# block 1

**config.mk**
```make
export PLATFORM = sky130hd
export DESIGN_NAME = neo_frame_arbiter_flat
export DESIGN_NICKNAME = d
export VERILOG_FILES = /design/src/rtl/neo_frame_arbiter_if.sv /design/src/rtl/neo_frame_arbiter.sv /design/src/flat_wrapper.sv
export SDC_FILE = /design/constraint.sdc
export NUM_CORES = 1
export LEC_CHECK = 0
export ABC_AREA = 1
export CORE_ASPECT_RATIO = 0.5
export CORE_MARGIN = 4
export CORE_UTILIZATION = 35
export CTS_CLUSTER_SIZE = 10
export DETAILED_ROUTE_END_ITERATION = 8
export PLACE_DENSITY_LB_ADDON = 0.1
export SLEW_MARGIN = 20
export SYNTH_ARGS = -nofsm -noshare
export SYNTH_HDL_FRONTEND = slang
export SYNTH_SLANG_ARGS = --single-unit
```
**constraint.sdc**
```tcl
create_clock -name clock -period 1.7 [get_ports clock]
set_input_delay 0.34 -clock clock [delete_from_list [all_inputs] [get_ports clock]]
set_output_delay 0.34 -clock clock [all_outputs]
set_load 0.005 [all_outputs]
```
**src/rtl/neo_frame_arbiter_if.sv**
```systemverilog
// Bundles the producer-side and driver-side signals of the NeoPixel frame arbiter.
// Producer fields are flat vectors: producer i sits at [3i+:3], [2i+:2], [8i+:8].
interface neo_frame_arbiter_if #(
  parameter int unsigned NUM_REQ = 2
);
  localparam int unsigned IW = (NUM_REQ > 1) ? $clog2(NUM_REQ) : 1;

  logic [NUM_REQ-1:0]   req;
  logic [NUM_REQ-1:0]   req_load_color;
  logic [NUM_REQ-1:0]   req_send_it;
  logic [3*NUM_REQ-1:0] req_pixel_index;
  logic [2*NUM_REQ-1:0] req_color_index;
  logic [8*NUM_REQ-1:0] req_color_level;
  logic                 ready_to_load;
  logic                 ready_to_send;

  logic [NUM_REQ-1:0]   gnt;
  logic [NUM_REQ-1:0]   gnt_ready_to_load;
  logic [NUM_REQ-1:0]   gnt_ready_to_send;
  logic                 load_color;
  logic                 send_it;
  logic [2:0]           pixel_index;
  logic [1:0]           color_index;
  logic [7:0]           color_level;
  logic [IW-1:0]        owner_id;
  logic                 busy;
  logic                 timeout_err;

  // Producers and driver.
  modport master (
    output req, req_load_color, req_send_it, req_pixel_index, req_color_index,
           req_color_level, ready_to_load, ready_to_send,
    input  gnt, gnt_ready_to_load, gnt_ready_to_send, load_color, send_it, pixel_index,
           color_index, color_level, owner_id, busy, timeout_err
  );

  // Arbiter.
  modport slave (
    input  req, req_load_color, req_send_it, req_pixel_index, req_color_index,
           req_color_level, ready_to_load, ready_to_send,
    output gnt, gnt_ready_to_load, gnt_ready_to_send, load_color, send_it, pixel_index,
           color_index, color_level, owner_id, busy, timeout_err
  );
endinterface

```
**src/rtl/neo_frame_arbiter.sv**
```systemverilog
// Round-robin owner of one NeoPixel driver shared by NUM_REQ producers; ownership lasts
// from grant until the owner's send is accepted and the driver is ready again.
module neo_frame_arbiter #(
  parameter int unsigned NUM_REQ  = 2,
  parameter int unsigned MAX_HOLD = 1024
) (
  input  logic               clock,
  input  logic               reset,
  neo_frame_arbiter_if.slave bus
);
  localparam int unsigned IW = (NUM_REQ > 1) ? $clog2(NUM_REQ) : 1;
  localparam int unsigned HW = $clog2(MAX_HOLD);

  typedef enum logic [1:0] {StIdle, StGrant, StSending} state_e;

  state_e             state_q, state_d;
  logic [NUM_REQ-1:0] gnt_q, gnt_d;
  logic [IW-1:0]      owner_q, owner_d;
  logic [IW-1:0]      rr_ptr_q, rr_ptr_d;
  logic [HW-1:0]      hold_cnt_q, hold_cnt_d;
  logic               timeout_err_q, timeout_err_d;

  logic               win;
  logic [IW-1:0]      win_idx;
  logic [IW-1:0]      rr_next;

  // First requester at or after rr_ptr, wrapping.
  always_comb begin
    logic [NUM_REQ-1:0] req_rot;
    int unsigned        idx;
    win     = 1'b0;
    win_idx = '0;
    req_rot = '0;
    idx     = 0;
    for (int unsigned k = 0; k < NUM_REQ; k++) begin
      idx = 32'(rr_ptr_q) + k;
      if (idx >= NUM_REQ) idx = idx - NUM_REQ;
      req_rot = bus.req >> idx;
      if (!win && req_rot[0]) begin
        win     = 1'b1;
        win_idx = IW'(idx);
      end
    end
  end

  always_comb begin
    int unsigned nxt;
    nxt = 32'(owner_q) + 1;
    if (nxt >= NUM_REQ) nxt = 0;
    rr_next = IW'(nxt);
  end

  always_comb begin
    logic               own_ld, own_snd, own_req;
    logic [3*NUM_REQ-1:0] pix_all;
    logic [2*NUM_REQ-1:0] cidx_all;
    logic [8*NUM_REQ-1:0] lvl_all;
    int unsigned        own;

    state_d       = state_q;
    gnt_d         = gnt_q;
    owner_d       = owner_q;
    rr_ptr_d      = rr_ptr_q;
    hold_cnt_d    = hold_cnt_q;
    timeout_err_d = 1'b0;

    bus.load_color        = 1'b0;
    bus.send_it           = 1'b0;
    bus.pixel_index       = '0;
    bus.color_index       = '0;
    bus.color_level       = '0;
    bus.gnt_ready_to_load = '0;
    bus.gnt_ready_to_send = '0;

    // gnt_q is one-hot on the owner while busy, so it doubles as the select mask.
    own      = 32'(owner_q);
    own_ld   = |(bus.req_load_color & gnt_q);
    own_snd  = |(bus.req_send_it & gnt_q);
    own_req  = |(bus.req & gnt_q);
    pix_all  = bus.req_pixel_index >> (3 * own);
    cidx_all = bus.req_color_index >> (2 * own);
    lvl_all  = bus.req_color_level >> (8 * own);

    unique case (state_q)
      StIdle: begin
        if (win) begin
          gnt_d      = {{(NUM_REQ-1){1'b0}}, 1'b1} << win_idx;
          owner_d    = win_idx;
          hold_cnt_d = '0;
          state_d    = StGrant;
        end
      end
      StGrant: begin
        bus.send_it           = own_snd & bus.ready_to_send;
        bus.load_color        = own_ld & bus.ready_to_load & ~own_snd;
        bus.pixel_index       = pix_all[2:0];
        bus.color_index       = cidx_all[1:0];
        bus.color_level       = lvl_all[7:0];
        bus.gnt_ready_to_load = gnt_q & {NUM_REQ{bus.ready_to_load}};
        bus.gnt_ready_to_send = gnt_q & {NUM_REQ{bus.ready_to_send}};
        if (own_snd && bus.ready_to_send) begin
          state_d = StSending;
        end else if (!own_req) begin
          gnt_d    = '0;
          rr_ptr_d = rr_next;
          state_d  = StIdle;
        end else if (hold_cnt_q == HW'(MAX_HOLD - 1)) begin
          timeout_err_d = 1'b1;
          gnt_d         = '0;
          rr_ptr_d      = rr_next;
          state_d       = StIdle;
        end else if (hold_cnt_q != {HW{1'b1}}) begin
          hold_cnt_d = hold_cnt_q + HW'(1);
        end
      end
      StSending: begin
        if (bus.ready_to_load || bus.ready_to_send) begin
          gnt_d    = '0;
          rr_ptr_d = rr_next;
          state_d  = StIdle;
        end
      end
      default: state_d = StIdle;
    endcase
  end

  always_ff @(posedge clock or posedge reset) begin
    if (reset) begin
      state_q       <= StIdle;
      gnt_q         <= '0;
      owner_q       <= '0;
      rr_ptr_q      <= '0;
      hold_cnt_q    <= '0;
      timeout_err_q <= 1'b0;
    end else begin
      state_q       <= state_d;
      gnt_q         <= gnt_d;
      owner_q       <= owner_d;
      rr_ptr_q      <= rr_ptr_d;
      hold_cnt_q    <= hold_cnt_d;
      timeout_err_q <= timeout_err_d;
    end
  end

  assign bus.gnt         = gnt_q;
  assign bus.owner_id    = owner_q;
  assign bus.busy        = (state_q != StIdle);
  assign bus.timeout_err = timeout_err_q;
endmodule

```
**src/flat_wrapper.sv**
```systemverilog
// flat-port wrapper written by rule: the top's interface ports become plain ports
module neo_frame_arbiter_flat 
#(
  parameter int unsigned NUM_REQ  = 2,
  parameter int unsigned MAX_HOLD = 1024
)
  (clock, reset, bus_req, bus_req_load_color, bus_req_send_it, bus_req_pixel_index, bus_req_color_index, bus_req_color_level, bus_ready_to_load, bus_ready_to_send, bus_gnt, bus_gnt_ready_to_load, bus_gnt_ready_to_send, bus_load_color, bus_send_it, bus_pixel_index, bus_color_index, bus_color_level, bus_owner_id, bus_busy, bus_timeout_err);
  neo_frame_arbiter_if #(.NUM_REQ(NUM_REQ)) bus_i ();
  input  logic clock;
  input  logic reset;
  input wire logic [$bits(bus_i.req)-1:0] bus_req;
  input wire logic [$bits(bus_i.req_load_color)-1:0] bus_req_load_color;
  input wire logic [$bits(bus_i.req_send_it)-1:0] bus_req_send_it;
  input wire logic [$bits(bus_i.req_pixel_index)-1:0] bus_req_pixel_index;
  input wire logic [$bits(bus_i.req_color_index)-1:0] bus_req_color_index;
  input wire logic [$bits(bus_i.req_color_level)-1:0] bus_req_color_level;
  input wire logic [$bits(bus_i.ready_to_load)-1:0] bus_ready_to_load;
  input wire logic [$bits(bus_i.ready_to_send)-1:0] bus_ready_to_send;
  output wire logic [$bits(bus_i.gnt)-1:0] bus_gnt;
  output wire logic [$bits(bus_i.gnt_ready_to_load)-1:0] bus_gnt_ready_to_load;
  output wire logic [$bits(bus_i.gnt_ready_to_send)-1:0] bus_gnt_ready_to_send;
  output wire logic [$bits(bus_i.load_color)-1:0] bus_load_color;
  output wire logic [$bits(bus_i.send_it)-1:0] bus_send_it;
  output wire logic [$bits(bus_i.pixel_index)-1:0] bus_pixel_index;
  output wire logic [$bits(bus_i.color_index)-1:0] bus_color_index;
  output wire logic [$bits(bus_i.color_level)-1:0] bus_color_level;
  output wire logic [$bits(bus_i.owner_id)-1:0] bus_owner_id;
  output wire logic [$bits(bus_i.busy)-1:0] bus_busy;
  output wire logic [$bits(bus_i.timeout_err)-1:0] bus_timeout_err;
  assign bus_i.req = bus_req;
  assign bus_i.req_load_color = bus_req_load_color;
  assign bus_i.req_send_it = bus_req_send_it;
  assign bus_i.req_pixel_index = bus_req_pixel_index;
  assign bus_i.req_color_index = bus_req_color_index;
  assign bus_i.req_color_level = bus_req_color_level;
  assign bus_i.ready_to_load = bus_ready_to_load;
  assign bus_i.ready_to_send = bus_ready_to_send;
  assign bus_gnt = bus_i.gnt;
  assign bus_gnt_ready_to_load = bus_i.gnt_ready_to_load;
  assign bus_gnt_ready_to_send = bus_i.gnt_ready_to_send;
  assign bus_load_color = bus_i.load_color;
  assign bus_send_it = bus_i.send_it;
  assign bus_pixel_index = bus_i.pixel_index;
  assign bus_color_index = bus_i.color_index;
  assign bus_color_level = bus_i.color_level;
  assign bus_owner_id = bus_i.owner_id;
  assign bus_busy = bus_i.busy;
  assign bus_timeout_err = bus_i.timeout_err;
  neo_frame_arbiter #(.NUM_REQ(NUM_REQ), .MAX_HOLD(MAX_HOLD)) u_core (.clock(clock), .reset(reset), .bus(bus_i));
endmodule
```
# block 2

===== config.mk =====
export PLATFORM = sky130hd
export DESIGN_NAME = debug_controller_flat
export DESIGN_NICKNAME = d
export VERILOG_FILES = /design/src/rtl/debug_controller_if.sv /design/src/rtl/debug_controller.sv /design/src/flat_wrapper.sv
export SDC_FILE = /design/constraint.sdc
export NUM_CORES = 1
export LEC_CHECK = 0
export ABC_AREA = 1
export CORE_MARGIN = 8
export CORE_UTILIZATION = 47
export CTS_CLUSTER_SIZE = 20
export DETAILED_ROUTE_END_ITERATION = 8
export PLACE_DENSITY = 0.81
export SLEW_MARGIN = 20
export SYNTH_ARGS = -nofsm -noshare
export SYNTH_HDL_FRONTEND = slang
export SYNTH_SLANG_ARGS = --single-unit

===== constraint.sdc =====
create_clock -name i_clk -period 1.9 [get_ports i_clk]
set_clock_uncertainty 0.2 [all_clocks]
set_input_delay 0.38 -clock i_clk [delete_from_list [all_inputs] [get_ports i_clk]]
set_output_delay 0.38 -clock i_clk [all_outputs]
set_load 0.01 [all_outputs]

===== src/rtl/debug_controller_if.sv =====
// Signal bundle between debug_controller, the UART byte-link wrappers and the pipeline top.
// The slave modport is the controller's view; the master modport is the environment's view.
interface debug_controller_if #(
    parameter int NB_DATA     = 32,
    parameter int NB_REG_ADDR = 5,
    parameter int NB_BYTE     = 8
);
    logic [NB_BYTE-1:0]     i_rx_data;
    logic                   i_rx_valid;
    logic [NB_BYTE-1:0]     o_tx_data;
    logic                   o_tx_valid;
    logic                   i_tx_ready;
    logic                   o_pipe_enable;
    logic                   i_halt;
    logic [NB_DATA-1:0]     i_pc;
    logic [NB_REG_ADDR-1:0] o_reg_addr;
    logic [NB_DATA-1:0]     i_reg_data;
    logic                   o_busy;

    modport slave (
        input  i_rx_data, i_rx_valid, i_tx_ready, i_halt, i_pc, i_reg_data,
        output o_tx_data, o_tx_valid, o_pipe_enable, o_reg_addr, o_busy
    );

    modport master (
        output i_rx_data, i_rx_valid, i_tx_ready, i_halt, i_pc, i_reg_data,
        input  o_tx_data, o_tx_valid, o_pipe_enable, o_reg_addr, o_busy
    );
endinterface


===== src/rtl/debug_controller.sv =====
// Host debug sequencer for the pipelined RISC-V core: decodes command bytes, gates the
// pipeline, and streams the PC followed by x0..x[N_REGS-1] MSB-first over a byte handshake.
module debug_controller #(
    parameter int NB_DATA     = 32,
    parameter int NB_REG_ADDR = 5,
    parameter int N_REGS      = 32,
    parameter int NB_BYTE     = 8
) (
    input  logic              i_clk,
    input  logic              i_rst_n,
    debug_controller_if.slave dbg
);

    localparam int BYTES_PER_WORD = NB_DATA / NB_BYTE;
    localparam int NB_BCNT        = (BYTES_PER_WORD > 1) ? $clog2(BYTES_PER_WORD) : 1;
    localparam int NB_WIDX        = $clog2(N_REGS + 1);

    localparam logic [2:0] ST_IDLE = 3'd0;
    localparam logic [2:0] ST_RUN  = 3'd1;
    localparam logic [2:0] ST_STEP = 3'd2;
    localparam logic [2:0] ST_LOAD = 3'd3;
    localparam logic [2:0] ST_SEND = 3'd4;

    localparam logic [NB_BYTE-1:0] CMD_RUN  = NB_BYTE'(8'h52);
    localparam logic [NB_BYTE-1:0] CMD_STEP = NB_BYTE'(8'h53);
    localparam logic [NB_BYTE-1:0] CMD_DUMP = NB_BYTE'(8'h44);

    localparam logic [NB_BCNT-1:0]     LAST_BYTE = NB_BCNT'(BYTES_PER_WORD - 1);
    localparam logic [NB_WIDX-1:0]     LAST_WORD = NB_WIDX'(N_REGS);
    localparam logic [NB_WIDX-1:0]     WIDX_ZERO = {NB_WIDX{1'b0}};
    localparam logic [NB_REG_ADDR-1:0] ADDR_ZERO = {NB_REG_ADDR{1'b0}};

    logic [2:0]             state_q,    state_d;
    logic [NB_WIDX-1:0]     word_idx_q, word_idx_d;
    logic [NB_BCNT-1:0]     byte_cnt_q, byte_cnt_d;
    logic [NB_DATA-1:0]     shift_q,    shift_d;
    logic [NB_REG_ADDR-1:0] reg_addr_q, reg_addr_d;
    logic                   tx_fire_s;

    assign tx_fire_s = (state_q == ST_SEND) && dbg.i_tx_ready;

    // Next-state and datapath decode; the read address is set up on entry to LOAD.
    always_comb begin
        state_d    = state_q;
        word_idx_d = word_idx_q;
        byte_cnt_d = byte_cnt_q;
        shift_d    = shift_q;
        reg_addr_d = reg_addr_q;
        case (state_q)
            ST_IDLE: begin
                if (dbg.i_rx_valid) begin
                    if (dbg.i_rx_data == CMD_RUN) begin
                        state_d = ST_RUN;
                    end else if (dbg.i_rx_data == CMD_STEP) begin
                        state_d = ST_STEP;
                    end else if (dbg.i_rx_data == CMD_DUMP) begin
                        state_d    = ST_LOAD;
                        word_idx_d = WIDX_ZERO;
                        reg_addr_d = ADDR_ZERO;
                    end else begin
                        state_d = ST_IDLE;
                    end
                end else begin
                    state_d = ST_IDLE;
                end
            end
            ST_RUN: begin
                if (dbg.i_halt) begin
                    state_d    = ST_LOAD;
                    word_idx_d = WIDX_ZERO;
                    reg_addr_d = ADDR_ZERO;
                end else begin
                    state_d = ST_RUN;
                end
            end
            ST_STEP: begin
                state_d    = ST_LOAD;
                word_idx_d = WIDX_ZERO;
                reg_addr_d = ADDR_ZERO;
            end
            ST_LOAD: begin
                shift_d    = (word_idx_q == WIDX_ZERO) ? dbg.i_pc : dbg.i_reg_data;
                byte_cnt_d = {NB_BCNT{1'b0}};
                state_d    = ST_SEND;
            end
            ST_SEND: begin
                if (tx_fire_s) begin
                    shift_d    = shift_q << NB_BYTE;
                    byte_cnt_d = byte_cnt_q + NB_BCNT'(1);
                    if (byte_cnt_q == LAST_BYTE) begin
                        if (word_idx_q == LAST_WORD) begin
                            state_d = ST_IDLE;
                        end else begin
                            // Word k (k>=1) reads register k-1, i.e. the index before the increment.
                            word_idx_d = word_idx_q + NB_WIDX'(1);
                            reg_addr_d = NB_REG_ADDR'(word_idx_q);
                            state_d    = ST_LOAD;
                        end
                    end else begin
                        state_d = ST_SEND;
                    end
                end else begin
                    state_d = ST_SEND;
                end
            end
            default: begin
                state_d = ST_IDLE;
            end
        endcase
    end

    // State and datapath registers; asynchronous reset discards any partly sent word.
    always_ff @(posedge i_clk or negedge i_rst_n) begin
        if (!i_rst_n) begin
            state_q    <= ST_IDLE;
            word_idx_q <= WIDX_ZERO;
            byte_cnt_q <= {NB_BCNT{1'b0}};
            shift_q    <= {NB_DATA{1'b0}};
            reg_addr_q <= ADDR_ZERO;
        end else begin
            state_q    <= state_d;
            word_idx_q <= word_idx_d;
            byte_cnt_q <= byte_cnt_d;
            shift_q    <= shift_d;
            reg_addr_q <= reg_addr_d;
        end
    end

    assign dbg.o_tx_valid    = (state_q == ST_SEND);
    assign dbg.o_tx_data     = shift_q[NB_DATA-1 -: NB_BYTE];
    assign dbg.o_pipe_enable = (state_q == ST_STEP) | ((state_q == ST_RUN) & ~dbg.i_halt);
    assign dbg.o_busy        = (state_q != ST_IDLE);
    assign dbg.o_reg_addr    = reg_addr_q;

endmodule

===== src/flat_wrapper.sv =====
// flat-port wrapper written by rule: the top's interface ports become plain ports
module debug_controller_flat 
#(
    parameter int NB_DATA     = 32,
    parameter int NB_REG_ADDR = 5,
    parameter int N_REGS      = 32,
    parameter int NB_BYTE     = 8
)
  (i_clk, i_rst_n, dbg_i_rx_data, dbg_i_rx_valid, dbg_i_tx_ready, dbg_i_halt, dbg_i_pc, dbg_i_reg_data, dbg_o_tx_data, dbg_o_tx_valid, dbg_o_pipe_enable, dbg_o_reg_addr, dbg_o_busy);
  debug_controller_if #(.NB_DATA(NB_DATA), .NB_REG_ADDR(NB_REG_ADDR), .NB_BYTE(NB_BYTE)) dbg_i ();
  input  logic i_clk;
  input  logic i_rst_n;
  input wire logic [$bits(dbg_i.i_rx_data)-1:0] dbg_i_rx_data;
  input wire logic [$bits(dbg_i.i_rx_valid)-1:0] dbg_i_rx_valid;
  input wire logic [$bits(dbg_i.i_tx_ready)-1:0] dbg_i_tx_ready;
  input wire logic [$bits(dbg_i.i_halt)-1:0] dbg_i_halt;
  input wire logic [$bits(dbg_i.i_pc)-1:0] dbg_i_pc;
  input wire logic [$bits(dbg_i.i_reg_data)-1:0] dbg_i_reg_data;
  output wire logic [$bits(dbg_i.o_tx_data)-1:0] dbg_o_tx_data;
  output wire logic [$bits(dbg_i.o_tx_valid)-1:0] dbg_o_tx_valid;
  output wire logic [$bits(dbg_i.o_pipe_enable)-1:0] dbg_o_pipe_enable;
  output wire logic [$bits(dbg_i.o_reg_addr)-1:0] dbg_o_reg_addr;
  output wire logic [$bits(dbg_i.o_busy)-1:0] dbg_o_busy;
  assign dbg_i.i_rx_data = dbg_i_rx_data;
  assign dbg_i.i_rx_valid = dbg_i_rx_valid;
  assign dbg_i.i_tx_ready = dbg_i_tx_ready;
  assign dbg_i.i_halt = dbg_i_halt;
  assign dbg_i.i_pc = dbg_i_pc;
  assign dbg_i.i_reg_data = dbg_i_reg_data;
  assign dbg_o_tx_data = dbg_i.o_tx_data;
  assign dbg_o_tx_valid = dbg_i.o_tx_valid;
  assign dbg_o_pipe_enable = dbg_i.o_pipe_enable;
  assign dbg_o_reg_addr = dbg_i.o_reg_addr;
  assign dbg_o_busy = dbg_i.o_busy;
  debug_controller #(.NB_DATA(NB_DATA), .NB_REG_ADDR(NB_REG_ADDR), .N_REGS(N_REGS), .NB_BYTE(NB_BYTE)) u_core (.i_clk(i_clk), .i_rst_n(i_rst_n), .dbg(dbg_i));
endmodule

# block 3

--- src/rtl/keypad_entry_pkg.sv ---
// ============================================================================
// Module : keypad_entry_pkg
// Desc   : Shared key codes, scanner state encoding and helpers for the keypad
//          entry block.
// Rev    : 1.0 - initial release
// ============================================================================
`default_nettype none

package keypad_entry_pkg;

    localparam int BCD_W = 4;

    localparam logic [3:0] KEY_0    = 4'd0;
    localparam logic [3:0] KEY_1    = 4'd1;
    localparam logic [3:0] KEY_2    = 4'd2;
    localparam logic [3:0] KEY_3    = 4'd3;
    localparam logic [3:0] KEY_4    = 4'd4;
    localparam logic [3:0] KEY_5    = 4'd5;
    localparam logic [3:0] KEY_6    = 4'd6;
    localparam logic [3:0] KEY_7    = 4'd7;
    localparam logic [3:0] KEY_8    = 4'd8;
    localparam logic [3:0] KEY_9    = 4'd9;
    localparam logic [3:0] KEY_A    = 4'd10;
    localparam logic [3:0] KEY_B    = 4'd11;
    localparam logic [3:0] KEY_C    = 4'd12;
    localparam logic [3:0] KEY_D    = 4'd13;
    localparam logic [3:0] KEY_STAR = 4'd14;
    localparam logic [3:0] KEY_HASH = 4'd15;

    typedef enum logic [1:0] {
        ST_SCAN     = 2'd0,
        ST_DEBOUNCE = 2'd1,
        ST_PRESSED  = 2'd2,
        ST_RELEASE  = 2'd3
    } scan_state_t;

    // Active-low drive pattern for a row index.
    function automatic logic [3:0] row_drive(input logic [1:0] idx);
        return ~(4'b0001 << idx);
    endfunction

    // Lowest-index low column; meaningless when no column is low.
    function automatic logic [1:0] lowest_low(input logic [3:0] cols);
        if (!cols[0])      return 2'd0;
        else if (!cols[1]) return 2'd1;
        else if (!cols[2]) return 2'd2;
        else               return 2'd3;
    endfunction

    // Matrix layout: 1 2 3 A / 4 5 6 B / 7 8 9 C / * 0 # D
    function automatic logic [3:0] key_lookup(input logic [1:0] row, input logic [1:0] col);
        logic [3:0] code;
        case ({row, col})
            4'h0: code = KEY_1;
            4'h1: code = KEY_2;
            4'h2: code = KEY_3;
            4'h3: code = KEY_A;
            4'h4: code = KEY_4;
            4'h5: code = KEY_5;
            4'h6: code = KEY_6;
            4'h7: code = KEY_B;
            4'h8: code = KEY_7;
            4'h9: code = KEY_8;
            4'hA: code = KEY_9;
            4'hB: code = KEY_C;
            4'hC: code = KEY_STAR;
            4'hD: code = KEY_0;
            4'hE: code = KEY_HASH;
            default: code = KEY_D;
        endcase
        return code;
    endfunction

    function automatic logic is_valid_time(input logic [15:0] t);
        logic ok;
        ok = (t[15:12] <= 4'd2) && (t[7:4] <= 4'd5);
        if (t[15:12] == 4'd2 && t[11:8] > 4'd3) ok = 1'b0;
        return ok;
    endfunction

endpackage

`default_nettype wire

--- src/rtl/keypad_scanner.sv ---
// ============================================================================
// Module : keypad_scanner
// Desc   : Row scanning, column synchroniser and press/release debounce FSM.
// Rev    : 1.0 - initial release
// ============================================================================
`default_nettype none

module keypad_scanner
    import keypad_entry_pkg::*;
#(
    parameter int SCAN_DIV     = 16,
    parameter int DEBOUNCE_CNT = 256
) (
    input  logic       clk,
    input  logic       reset_n,
    input  logic [3:0] col_in,
    output logic [3:0] row_out,
    output logic       key_event,
    output logic [3:0] key_code
);

    localparam int DIV_W = (SCAN_DIV > 2) ? $clog2(SCAN_DIV) : 1;
    localparam int DEB_W = $clog2(DEBOUNCE_CNT + 1);
    localparam logic [DIV_W-1:0] DIV_LAST = DIV_W'(SCAN_DIV - 1);
    localparam logic [DEB_W-1:0] DEB_LAST = DEB_W'(DEBOUNCE_CNT - 1);

    logic [3:0]       col_meta;
    logic [3:0]       col_sync;
    logic [1:0]       row_idx;
    logic [1:0]       idx_p1;
    logic [1:0]       idx_p2;
    logic [DIV_W-1:0] div_cnt;
    logic [DEB_W-1:0] deb_cnt;
    logic [1:0]       key_row;
    logic [1:0]       key_col;
    scan_state_t      state;

    logic       any_low;
    logic [1:0] low_col;
    logic       sample_valid;

    // The row index travels alongside the column synchroniser so every
    // synchronised sample is tagged with the row that was driven when it was taken.
    always_ff @(posedge clk or negedge reset_n) begin
        if (!reset_n) begin
            col_meta <= 4'hF;
            col_sync <= 4'hF;
            idx_p1   <= 2'd0;
            idx_p2   <= 2'd0;
        end else begin
            col_meta <= col_in;
            col_sync <= col_meta;
            idx_p1   <= row_idx;
            idx_p2   <= idx_p1;
        end
    end

    always_comb begin
        any_low      = ~&col_sync;
        low_col      = lowest_low(col_sync);
        sample_valid = (idx_p2 == row_idx);
    end

    always_ff @(posedge clk or negedge reset_n) begin
        if (!reset_n) begin
            state     <= ST_SCAN;
            row_idx   <= 2'd0;
            row_out   <= 4'b1110;
            div_cnt   <= '0;
            deb_cnt   <= '0;
            key_row   <= 2'd0;
            key_col   <= 2'd0;
            key_event <= 1'b0;
            key_code  <= 4'd0;
        end else begin
            key_event <= 1'b0;
            case (state)
                ST_SCAN: begin
                    if (any_low) begin
                        key_row <= idx_p2;
                        key_col <= low_col;
                        row_idx <= idx_p2;
                        row_out <= row_drive(idx_p2);
                        deb_cnt <= DEB_W'(1);
                        div_cnt <= '0;
                        state   <= ST_DEBOUNCE;
                    end else if (div_cnt == DIV_LAST) begin
                        div_cnt <= '0;
                        row_idx <= row_idx + 2'd1;
                        row_out <= row_drive(row_idx + 2'd1);
                    end else begin
                        div_cnt <= div_cnt + 1'b1;
                    end
                end
                ST_DEBOUNCE: begin
                    // Samples still in flight from a later row are skipped.
                    if (sample_valid) begin
                        if (any_low && low_col == key_col) begin
                            if (deb_cnt >= DEB_LAST) begin
                                key_event <= 1'b1;
                                key_code  <= key_lookup(key_row, key_col);
                                state     <= ST_PRESSED;
                            end else begin
                                deb_cnt <= deb_cnt + 1'b1;
                            end
                        end else begin
                            div_cnt <= '0;
                            state   <= ST_SCAN;
                        end
                    end
                end
                ST_PRESSED: begin
                    deb_cnt <= '0;
                    state   <= ST_RELEASE;
                end
                default: begin
                    if (any_low) begin
                        deb_cnt <= '0;
                    end else if (deb_cnt >= DEB_LAST) begin
                        deb_cnt <= '0;
                        div_cnt <= '0;
                        state   <= ST_SCAN;
                    end else begin
                        deb_cnt <= deb_cnt + 1'b1;
                    end
                end
            endcase
        end
    end

endmodule

`default_nettype wire

--- src/rtl/keypad_entry.sv ---
// ============================================================================
// Module : keypad_entry
// Desc   : Keypad HH:MM entry register with validation and commit pulses.
//          Optional idle timeout enabled by defining KEYPAD_TIMEOUT_EN.
// Rev    : 1.0 - initial release
// ============================================================================
`default_nettype none

module keypad_entry
    import keypad_entry_pkg::*;
#(
    parameter int SCAN_DIV       = 16,
    parameter int DEBOUNCE_CNT   = 256,
    parameter int TIMEOUT_CYCLES = 2**24
) (
    input  logic        clk,
    input  logic        reset_n,
    input  logic [3:0]  col_in,
    output logic [3:0]  row_out,
    output logic [15:0] keypad_time,
    output logic [2:0]  digit_count,
    output logic        alarm_load,
    output logic        time_load,
    output logic        entry_error
);

    logic       key_event;
    logic [3:0] key_code;
    logic       timeout_hit;

    keypad_scanner #(
        .SCAN_DIV     (SCAN_DIV),
        .DEBOUNCE_CNT (DEBOUNCE_CNT)
    ) u_scanner (
        .clk       (clk),
        .reset_n   (reset_n),
        .col_in    (col_in),
        .row_out   (row_out),
        .key_event (key_event),
        .key_code  (key_code)
    );

`ifdef KEYPAD_TIMEOUT_EN
    localparam int IDLE_W = $clog2(TIMEOUT_CYCLES + 1);
    localparam logic [IDLE_W-1:0] IDLE_LAST = IDLE_W'(TIMEOUT_CYCLES - 1);

    logic [IDLE_W-1:0] idle_cnt;

    always_ff @(posedge clk or negedge reset_n) begin
        if (!reset_n) begin
            idle_cnt <= '0;
        end else if (key_event || digit_count == 3'd0 || idle_cnt == IDLE_LAST) begin
            idle_cnt <= '0;
        end else begin
            idle_cnt <= idle_cnt + 1'b1;
        end
    end

    assign timeout_hit = (digit_count != 3'd0) && (idle_cnt == IDLE_LAST);
`else
    logic [31:0] timeout_unused;
    assign timeout_unused = TIMEOUT_CYCLES;
    assign timeout_hit    = 1'b0;
`endif

    always_ff @(posedge clk or negedge reset_n) begin
        if (!reset_n) begin
            keypad_time <= 16'h0000;
            digit_count <= 3'd0;
            alarm_load  <= 1'b0;
            time_load   <= 1'b0;
            entry_error <= 1'b0;
        end else begin
            alarm_load  <= 1'b0;
            time_load   <= 1'b0;
            entry_error <= 1'b0;
            // The committed value stays visible for the pulse cycle, then clears.
            if (alarm_load || time_load) begin
                keypad_time <= 16'h0000;
                digit_count <= 3'd0;
            end else if (key_event) begin
                if (key_code <= KEY_9) begin
                    if (digit_count < 3'd4) begin
                        keypad_time <= {keypad_time[15-BCD_W:0], key_code};
                        digit_count <= digit_count + 3'd1;
                    end
                end else begin
                    case (key_code)
                        KEY_HASH: begin
                            if (digit_count != 3'd0) begin
                                keypad_time <= {{BCD_W{1'b0}}, keypad_time[15:BCD_W]};
                                digit_count <= digit_count - 3'd1;
                            end
                        end
                        KEY_STAR: begin
                            keypad_time <= 16'h0000;
                            digit_count <= 3'd0;
                        end
                        KEY_A, KEY_B: begin
                            if (digit_count == 3'd4 && is_valid_time(keypad_time)) begin
                                alarm_load <= (key_code == KEY_A);
                                time_load  <= (key_code == KEY_B);
                            end else begin
                                entry_error <= 1'b1;
                            end
                        end
                        default: ;
                    endcase
                end
            end else if (timeout_hit) begin
                keypad_time <= 16'h0000;
                digit_count <= 3'd0;
            end
        end
    end

endmodule

`default_nettype wire
--- config.mk ---
export PLATFORM = sky130hd
export DESIGN_NAME = keypad_entry
export DESIGN_NICKNAME = d
export VERILOG_FILES = /design/src/rtl/keypad_entry_pkg.sv /design/src/rtl/keypad_scanner.sv /design/src/rtl/keypad_entry.sv
export SDC_FILE = /design/constraint.sdc
export NUM_CORES = 1
export LEC_CHECK = 0
export ABC_AREA = 1
export CELL_PAD_IN_SITES_DETAIL_PLACEMENT = 0
export CELL_PAD_IN_SITES_GLOBAL_PLACEMENT = 1
export CORE_AREA = 2 2 93 95
export CTS_CLUSTER_SIZE = 12
export DETAILED_ROUTE_END_ITERATION = 10
export DIE_AREA = 0 0 95 97
export PLACE_DENSITY_LB_ADDON = 0.05
export SYNTH_ARGS = -nofsm -noshare
export SYNTH_HDL_FRONTEND = slang
export SYNTH_HIERARCHICAL = 1
export SYNTH_SLANG_ARGS = --single-unit
--- constraint.sdc ---
create_clock -name clk -period 5 [get_ports clk]
set_clock_uncertainty 0.05 [all_clocks]
set_input_delay 1.5 -clock clk [delete_from_list [all_inputs] [get_ports clk]]
set_output_delay 1.5 -clock clk [all_outputs]
set_load 0.05 [all_outputs]
**Block 2: cells colored by class**

Drawn at 3 px/um.
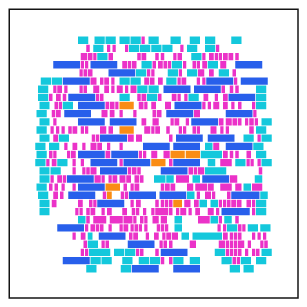
| class | color | cells |
|---|---|---|
| remaining logic cells | magenta | 350 |
| registers | blue | 48 |
| clock drivers and dummy loads | orange | 8 |
| remaining buffers and delay cells | cyan | 114 |

==> summary.txt, block 2 <==
Update from the flow run.

The flow ran to the end, and the final reports show no timing, DRC or antenna violations. Counting instances, the worst hold path has a depth of 2. Per the post-synthesis report, the number of cells in the design is 426. The register with the most flip-flops in the layout has 32 of them. The top cell type by area accounts for 40.2% of the synthesized area.

The script reports the combined buffer and inverter count of the critical path as 2. The xor/xnor share of the synthesized area is 0.293%. The flow reports that the clock network draws 13.4% of the design power. Global routing used 28.5% of the available met2 tracks.

The leakage component of the power is 2.06 nW. Measured on the final layout, buffering overhead outside the clock network stands at 27.7%. The report puts the cell count of the worst reg-to-reg path at 8. The iteration tally of the first detailed-router pass is 4.

Once detail routing completed, the nets flagged for antenna violations numbered 0. The stat command in Yosys gives a chip area of 0.00299 mm^2. Counting flops with a built-in enable in the synthesized netlist gives 0.

The tally of OpenROAD warnings is 28. The element type at the critical path start is a flip-flop. Per the post-synthesis report, the nets total 506. Summed over all nets, the switching power comes to 2.02 mW. The placement stage leaves a total instance area of 0.00396 mm^2. The met2 wirelength from detailed routing is 3780 um.

The largest fanout on the critical path is 4. The cell area after layout is 0.00413 mm^2. In the global route stage, met3 resource usage came out at 3.35%. The total length of routed met3 wires is 420 um.

The number of cells on the critical path is 4. STA puts the critical path data required time at 1.32 ns. The completed layout was analyzed and its total power is 4.85 mW. The report counts max-capacitance violations totalling 0.

The first global-routing pass estimated 12700 um of wire. In the power breakdown, the internal column shows 2.84 mW. Timing would allow up to 538 MHz.

The area fraction in full adders, half adders and majority gates is 1.26%. The routed layout reports a DRC error count of 0. Of the total synthesized cell area, the portion taken by AND, OR, NAND and NOR gates is 46.2%. Summed over all routing layers, the global router reports a total usage of 16.9%. The most used flip-flop cell after synthesis is sky130_fd_sc_hd__dfrtp_1. The largest cell class by area is multi-input combinational cells. For this design, the slowest cell found on the critical path is sky130_fd_sc_hd__dfrtp_2. The count of filler cells inserted in the layout is 561. The worst setup margin is 0.0409 ns. During tapcell insertion the tool placed 77 well taps. According to the CTS report, the clock sink count is 48.

The violation count after the first detailed-routing iteration is 192. The actual slew at the worst max-slew pin is 0.325 ns.
-- block 2: worst paths after layout --
check | slack (ns) | startpoint | to
hold reg to reg | 0.27 | u_core.dbg.o_reg_addr[1] | u_core.dbg.o_reg_addr[1]
hold / removal | 0.27 | u_core.dbg.o_reg_addr[1] | u_core.dbg.o_reg_addr[1]
setup / recovery | 0.04 | u_core.state_q[1] | dbg_o_tx_valid
setup reg to reg | 0.09 | u_core.state_q[2] | u_core.dbg.o_reg_addr[0]
max in group asynchronous | 0.86 | i_rst_n | u_core.state_q[1]
min in group asynchronous | 0.40 | i_rst_n | u_core.dbg.o_reg_addr[1]
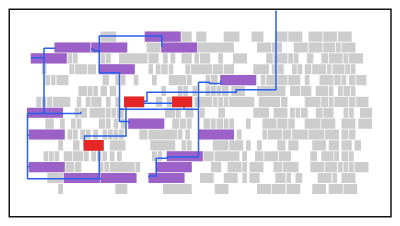
**Above:** block 1 (clock distribution).
Drawn at 4 px/um.
[clock-net drivers] red | count: 3
[clock wires] blue | length: 289 um
[flip-flops] purple | count: 17
routed clock nets: 4

**Block 1: cells colored by class**

Drawn at 4 px/um.
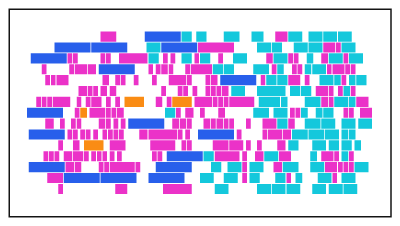
| class | color | cells |
|---|---|---|
| remaining buffers and delay cells | cyan | 89 |
| remaining logic cells | magenta | 188 |
| clock drivers and dummy loads | orange | 4 |
| registers | blue | 17 |

==> summary.txt, block 1 <==
Update from the flow run.

The TritonCTS clock tree is done. Among all flip-flop cells after synthesis, the most frequent one is sky130_fd_sc_hd__dfrtp_1. The number of different library cells in the post-synthesis netlist is 22.

Buffers added to address setup during post-CTS repair amount to 4. The non-clock buffer area fraction after layout is 32.9%. The top cell class by occupied area is multi-input combinational cells. The number of antenna violations at the first check in global routing came to 0. The via count of the first global-routing pass is 1415. The arrival time at the worst endpoint is 1.43 ns. Looking at the clock tree report, the H-tree level count equals 1. The max-capacitance violation count is 0.

The final net count is 340. Hold-check failures listed in the final report amount to 0. The cell total after placement is 330. The layout has 89 buffers outside the clock class. The multi-input combinational area share is 41.0%.

The effective utilization at floorplan is 37.6%. The worst setup margin is -0.0670 ns. The clock network power consumption is 0.310 mW. The routed design shows a via density per instance of 4.66. The register with the most flip-flops in the layout has 10 of them.

The worst setup path is launched from a flip-flop. According to the CTS report, the clock sink count is 17. Per the layout area report, the combinational gate area comes to 968 um^2. The setup slack after placement is -0.408 ns. For the worst setup path, the data required time is 1.36 ns. The checks that failed: setup timing. The last timing report of the flow puts the setup violation total at 8. In the layout the commonest cells are 63 x sky130_fd_sc_hd__nand2_1, 39 x sky130_fd_sc_hd__nor2_1, 39 x sky130_fd_sc_hd__clkdlybuf4s50_1. TritonCTS created 3 clock buffers. The most critical min-delay path falls under primary input to asynchronous set/reset pin.

The most frequent cell on the critical path is sky130_fd_sc_hd__buf_6. The share of the yosys chip area belonging to registers is 32.1%. STA lists the maximum fanout along the critical path as 5. The run finished, with violations left. u_core.hold_cnt_q holds more flip-flops than any other register. Entering global routing, the biggest net connects 18 pins. Per the post-route antenna check, the number of violating nets is 0. The switching part of the total is 43.5%.

The tally of OpenROAD warnings is 31. The antenna diode count is 0. Dividing total power by cell area gives a power density of 1330 mW/mm^2. The final layout reports a setup TNS of -0.321 ns. Clock buffers in the final layout number 3.

The wire length recorded after detailed routing is 4530 um. The total internal power is 1.78 mW.
## block 1: cells by family (layout without fill, tap and decap cells)
family | after synthesis | after routing | synth area share, %
adder cells (fa/ha/maj) | 5 | 5 | 4.72
flip-flops | 17 | 17 | 32.1
AND/OR/NAND/NOR | 137 | 138 | 45.6
AND-OR/OR-AND | 21 | 21 | 8.30
XOR/XNOR | 3 | 3 | 1.98
buffers and inverters | 25 | 114 | 7.36
## block 1: routing by layer
layer	GRT usage, %	vias to the layer above	part of all wire [%]
met1	22.0	747	45
met4	2.87	0	0.18
met2	29.2	43	46
met5	0	-	0
met3	5.49	2	8.6
li1	-	834	-
**Block 3: clock distribution**

Drawn at 3 px/um.
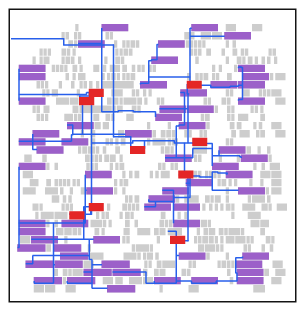
[clock wires] blue | length: 907 um
[flip-flops] purple | count: 64
[clock-net drivers] red | count: 9
flops lie: spread over the die

==> summary.txt, block 3 <==
Update from the flow run.

The flow ran to the end, and the final reports show no timing, DRC or antenna violations. The sequential logic power is 0.685 mW. Post-CTS timing repair inserted 0 buffers for setup. Summing the sequential cell areas from Yosys gives 44.2% of the chip area. In the hold timing report, the worst path depth is 0. The repair_antennas step left the layout with diodes totalling 0. The count of cells along the worst register-to-register path is 13.

The required time reported for the critical path endpoint is 3.45 ns. Per the finish-stage timing summary, setup violations number 0. The count of warnings emitted by yosys is 6. The detailed-route DRC error count is 0. Nets still carrying antenna violations after routing amount to 0. Relative to the synthesized area, the layout overhead comes to 16.5%. The highest metal layer carrying signal wires in the routed design is met4. Looking at the power breakdown, sequential logic takes 39.4% of the total.

The leading cell type in the layout, fill and taps excluded is sky130_fd_sc_hd__nand2_1. The timing-limited maximum frequency is 309 MHz. The row count is 33. Once the clock tree was built, the resizer swapped 0 gates to a different size. The synthesized-area fraction occupied by ao, oa, aoi and oai cells is 7.27%.

The cell area after layout is 0.00425 mm^2. Looking at the clock tree report, the maximum root-to-sink buffer count equals 2. The final number of max-transition violations is 0. The via count of the first global-routing pass is 3070. The total cell area reported by yosys after synthesis is 0.00365 mm^2.

For the pin with the worst max-slew slack, the measured transition is 0.853 ns. For reference, the critical path is launched at digit_count[2]. In this run, the synthesized area fraction spent on xor and xnor cells is recorded as 0.960%. In the post-route report, total wirelength is listed as 8180 um.

The clock network fraction of total power is 30.5%. The first-pass GRT wire length is 14500 um. In this run switching power makes up 36.6% of total power. The cell total after placement is 616. The total cell area at the placement stage is 0.00401 mm^2. The largest fanout on the critical path is 8.

The placeable core region is 0.00813 mm^2. The total congestion overflow after global routing is 0.
[block 3: metrics by stage]
stage               setup slack (ns)  util [%]
finish                          1.76      52.3
global route                    1.69      52.3
CTS                             1.74      52.3
detailed placement              2.11      49.3
global placement                2.14      49.3
floorplan                       2.79         -
[block 3: registers in the layout (all words and copies together) (netlist names), 3 cells and up]
signal	cells
u_scanner/col_meta	4
keypad_time	16
u_scanner/deb_cnt	9
u_scanner/div_cnt	4
digit_count	3
u_scanner/col_sync	4
u_scanner/key_code	4
u_scanner/row_out	4


==> gallery <==
Sequential cells colored by netlist name.
panel A
Drawn at 3 px/um. Other sequential cells in the stronger gray, the rest of the logic in the fainter gray.
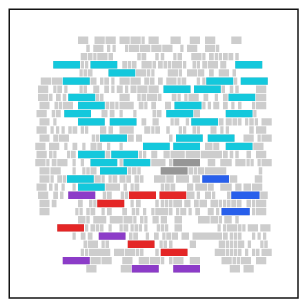
panel B
Drawn at 3 px/um. Other sequential cells in the stronger gray, the rest of the logic in the fainter gray.
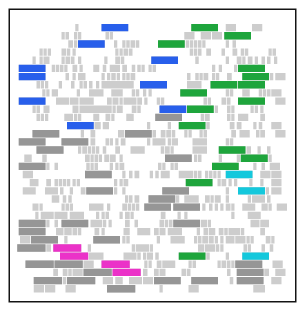
panel C
Drawn at 4 px/um. Other sequential cells in the stronger gray, the rest of the logic in the fainter gray.
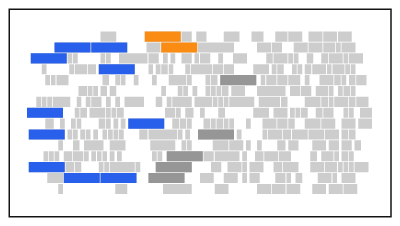
| from | picture |
|---|---|
| block 1 | panel C |
| block 2 | panel A |
| block 3 | panel B |
The one with the most sequential cells is panel B.

Key to panel A:
| signal | color | placed flops |
|---|---|---|
| `u_core.word_idx_q` | red | 6 |
| `u_core.state_q` | blue | 3 |
| `u_core.dbg.o_reg_addr` | purple | 5 |
| `u_core.shift_q` | cyan | 32 |
not colored: 2


==> notes/layouts.md <==
Pictures saved along the way, in no particular order.

Nets reached from selected ports.
Plate I
Drawn at 6 px/um.
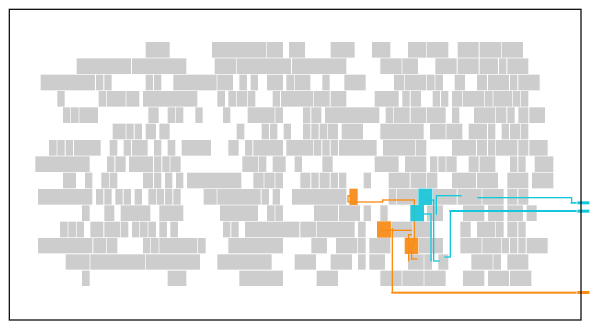
Plate II
Drawn at 4 px/um.
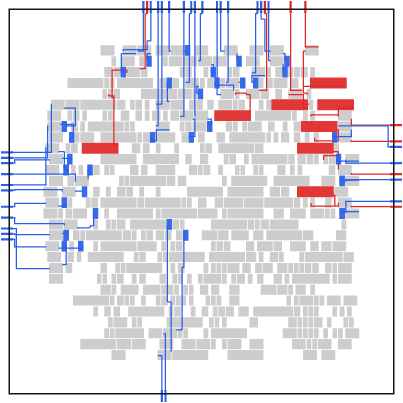
Plate III
Drawn at 4 px/um.
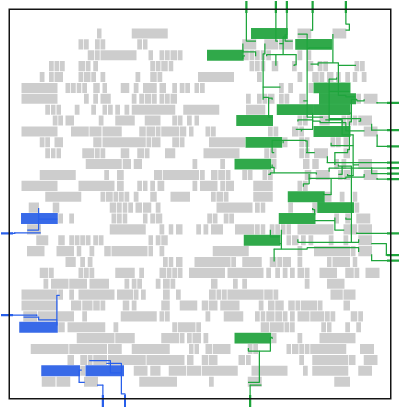
- block 1 = Plate I
- block 3 = Plate III
- block 2 = Plate II
The one with the fewest cells is Plate I.
The one with the smallest die is Plate I.

Power and IR drop assume default switching activity.
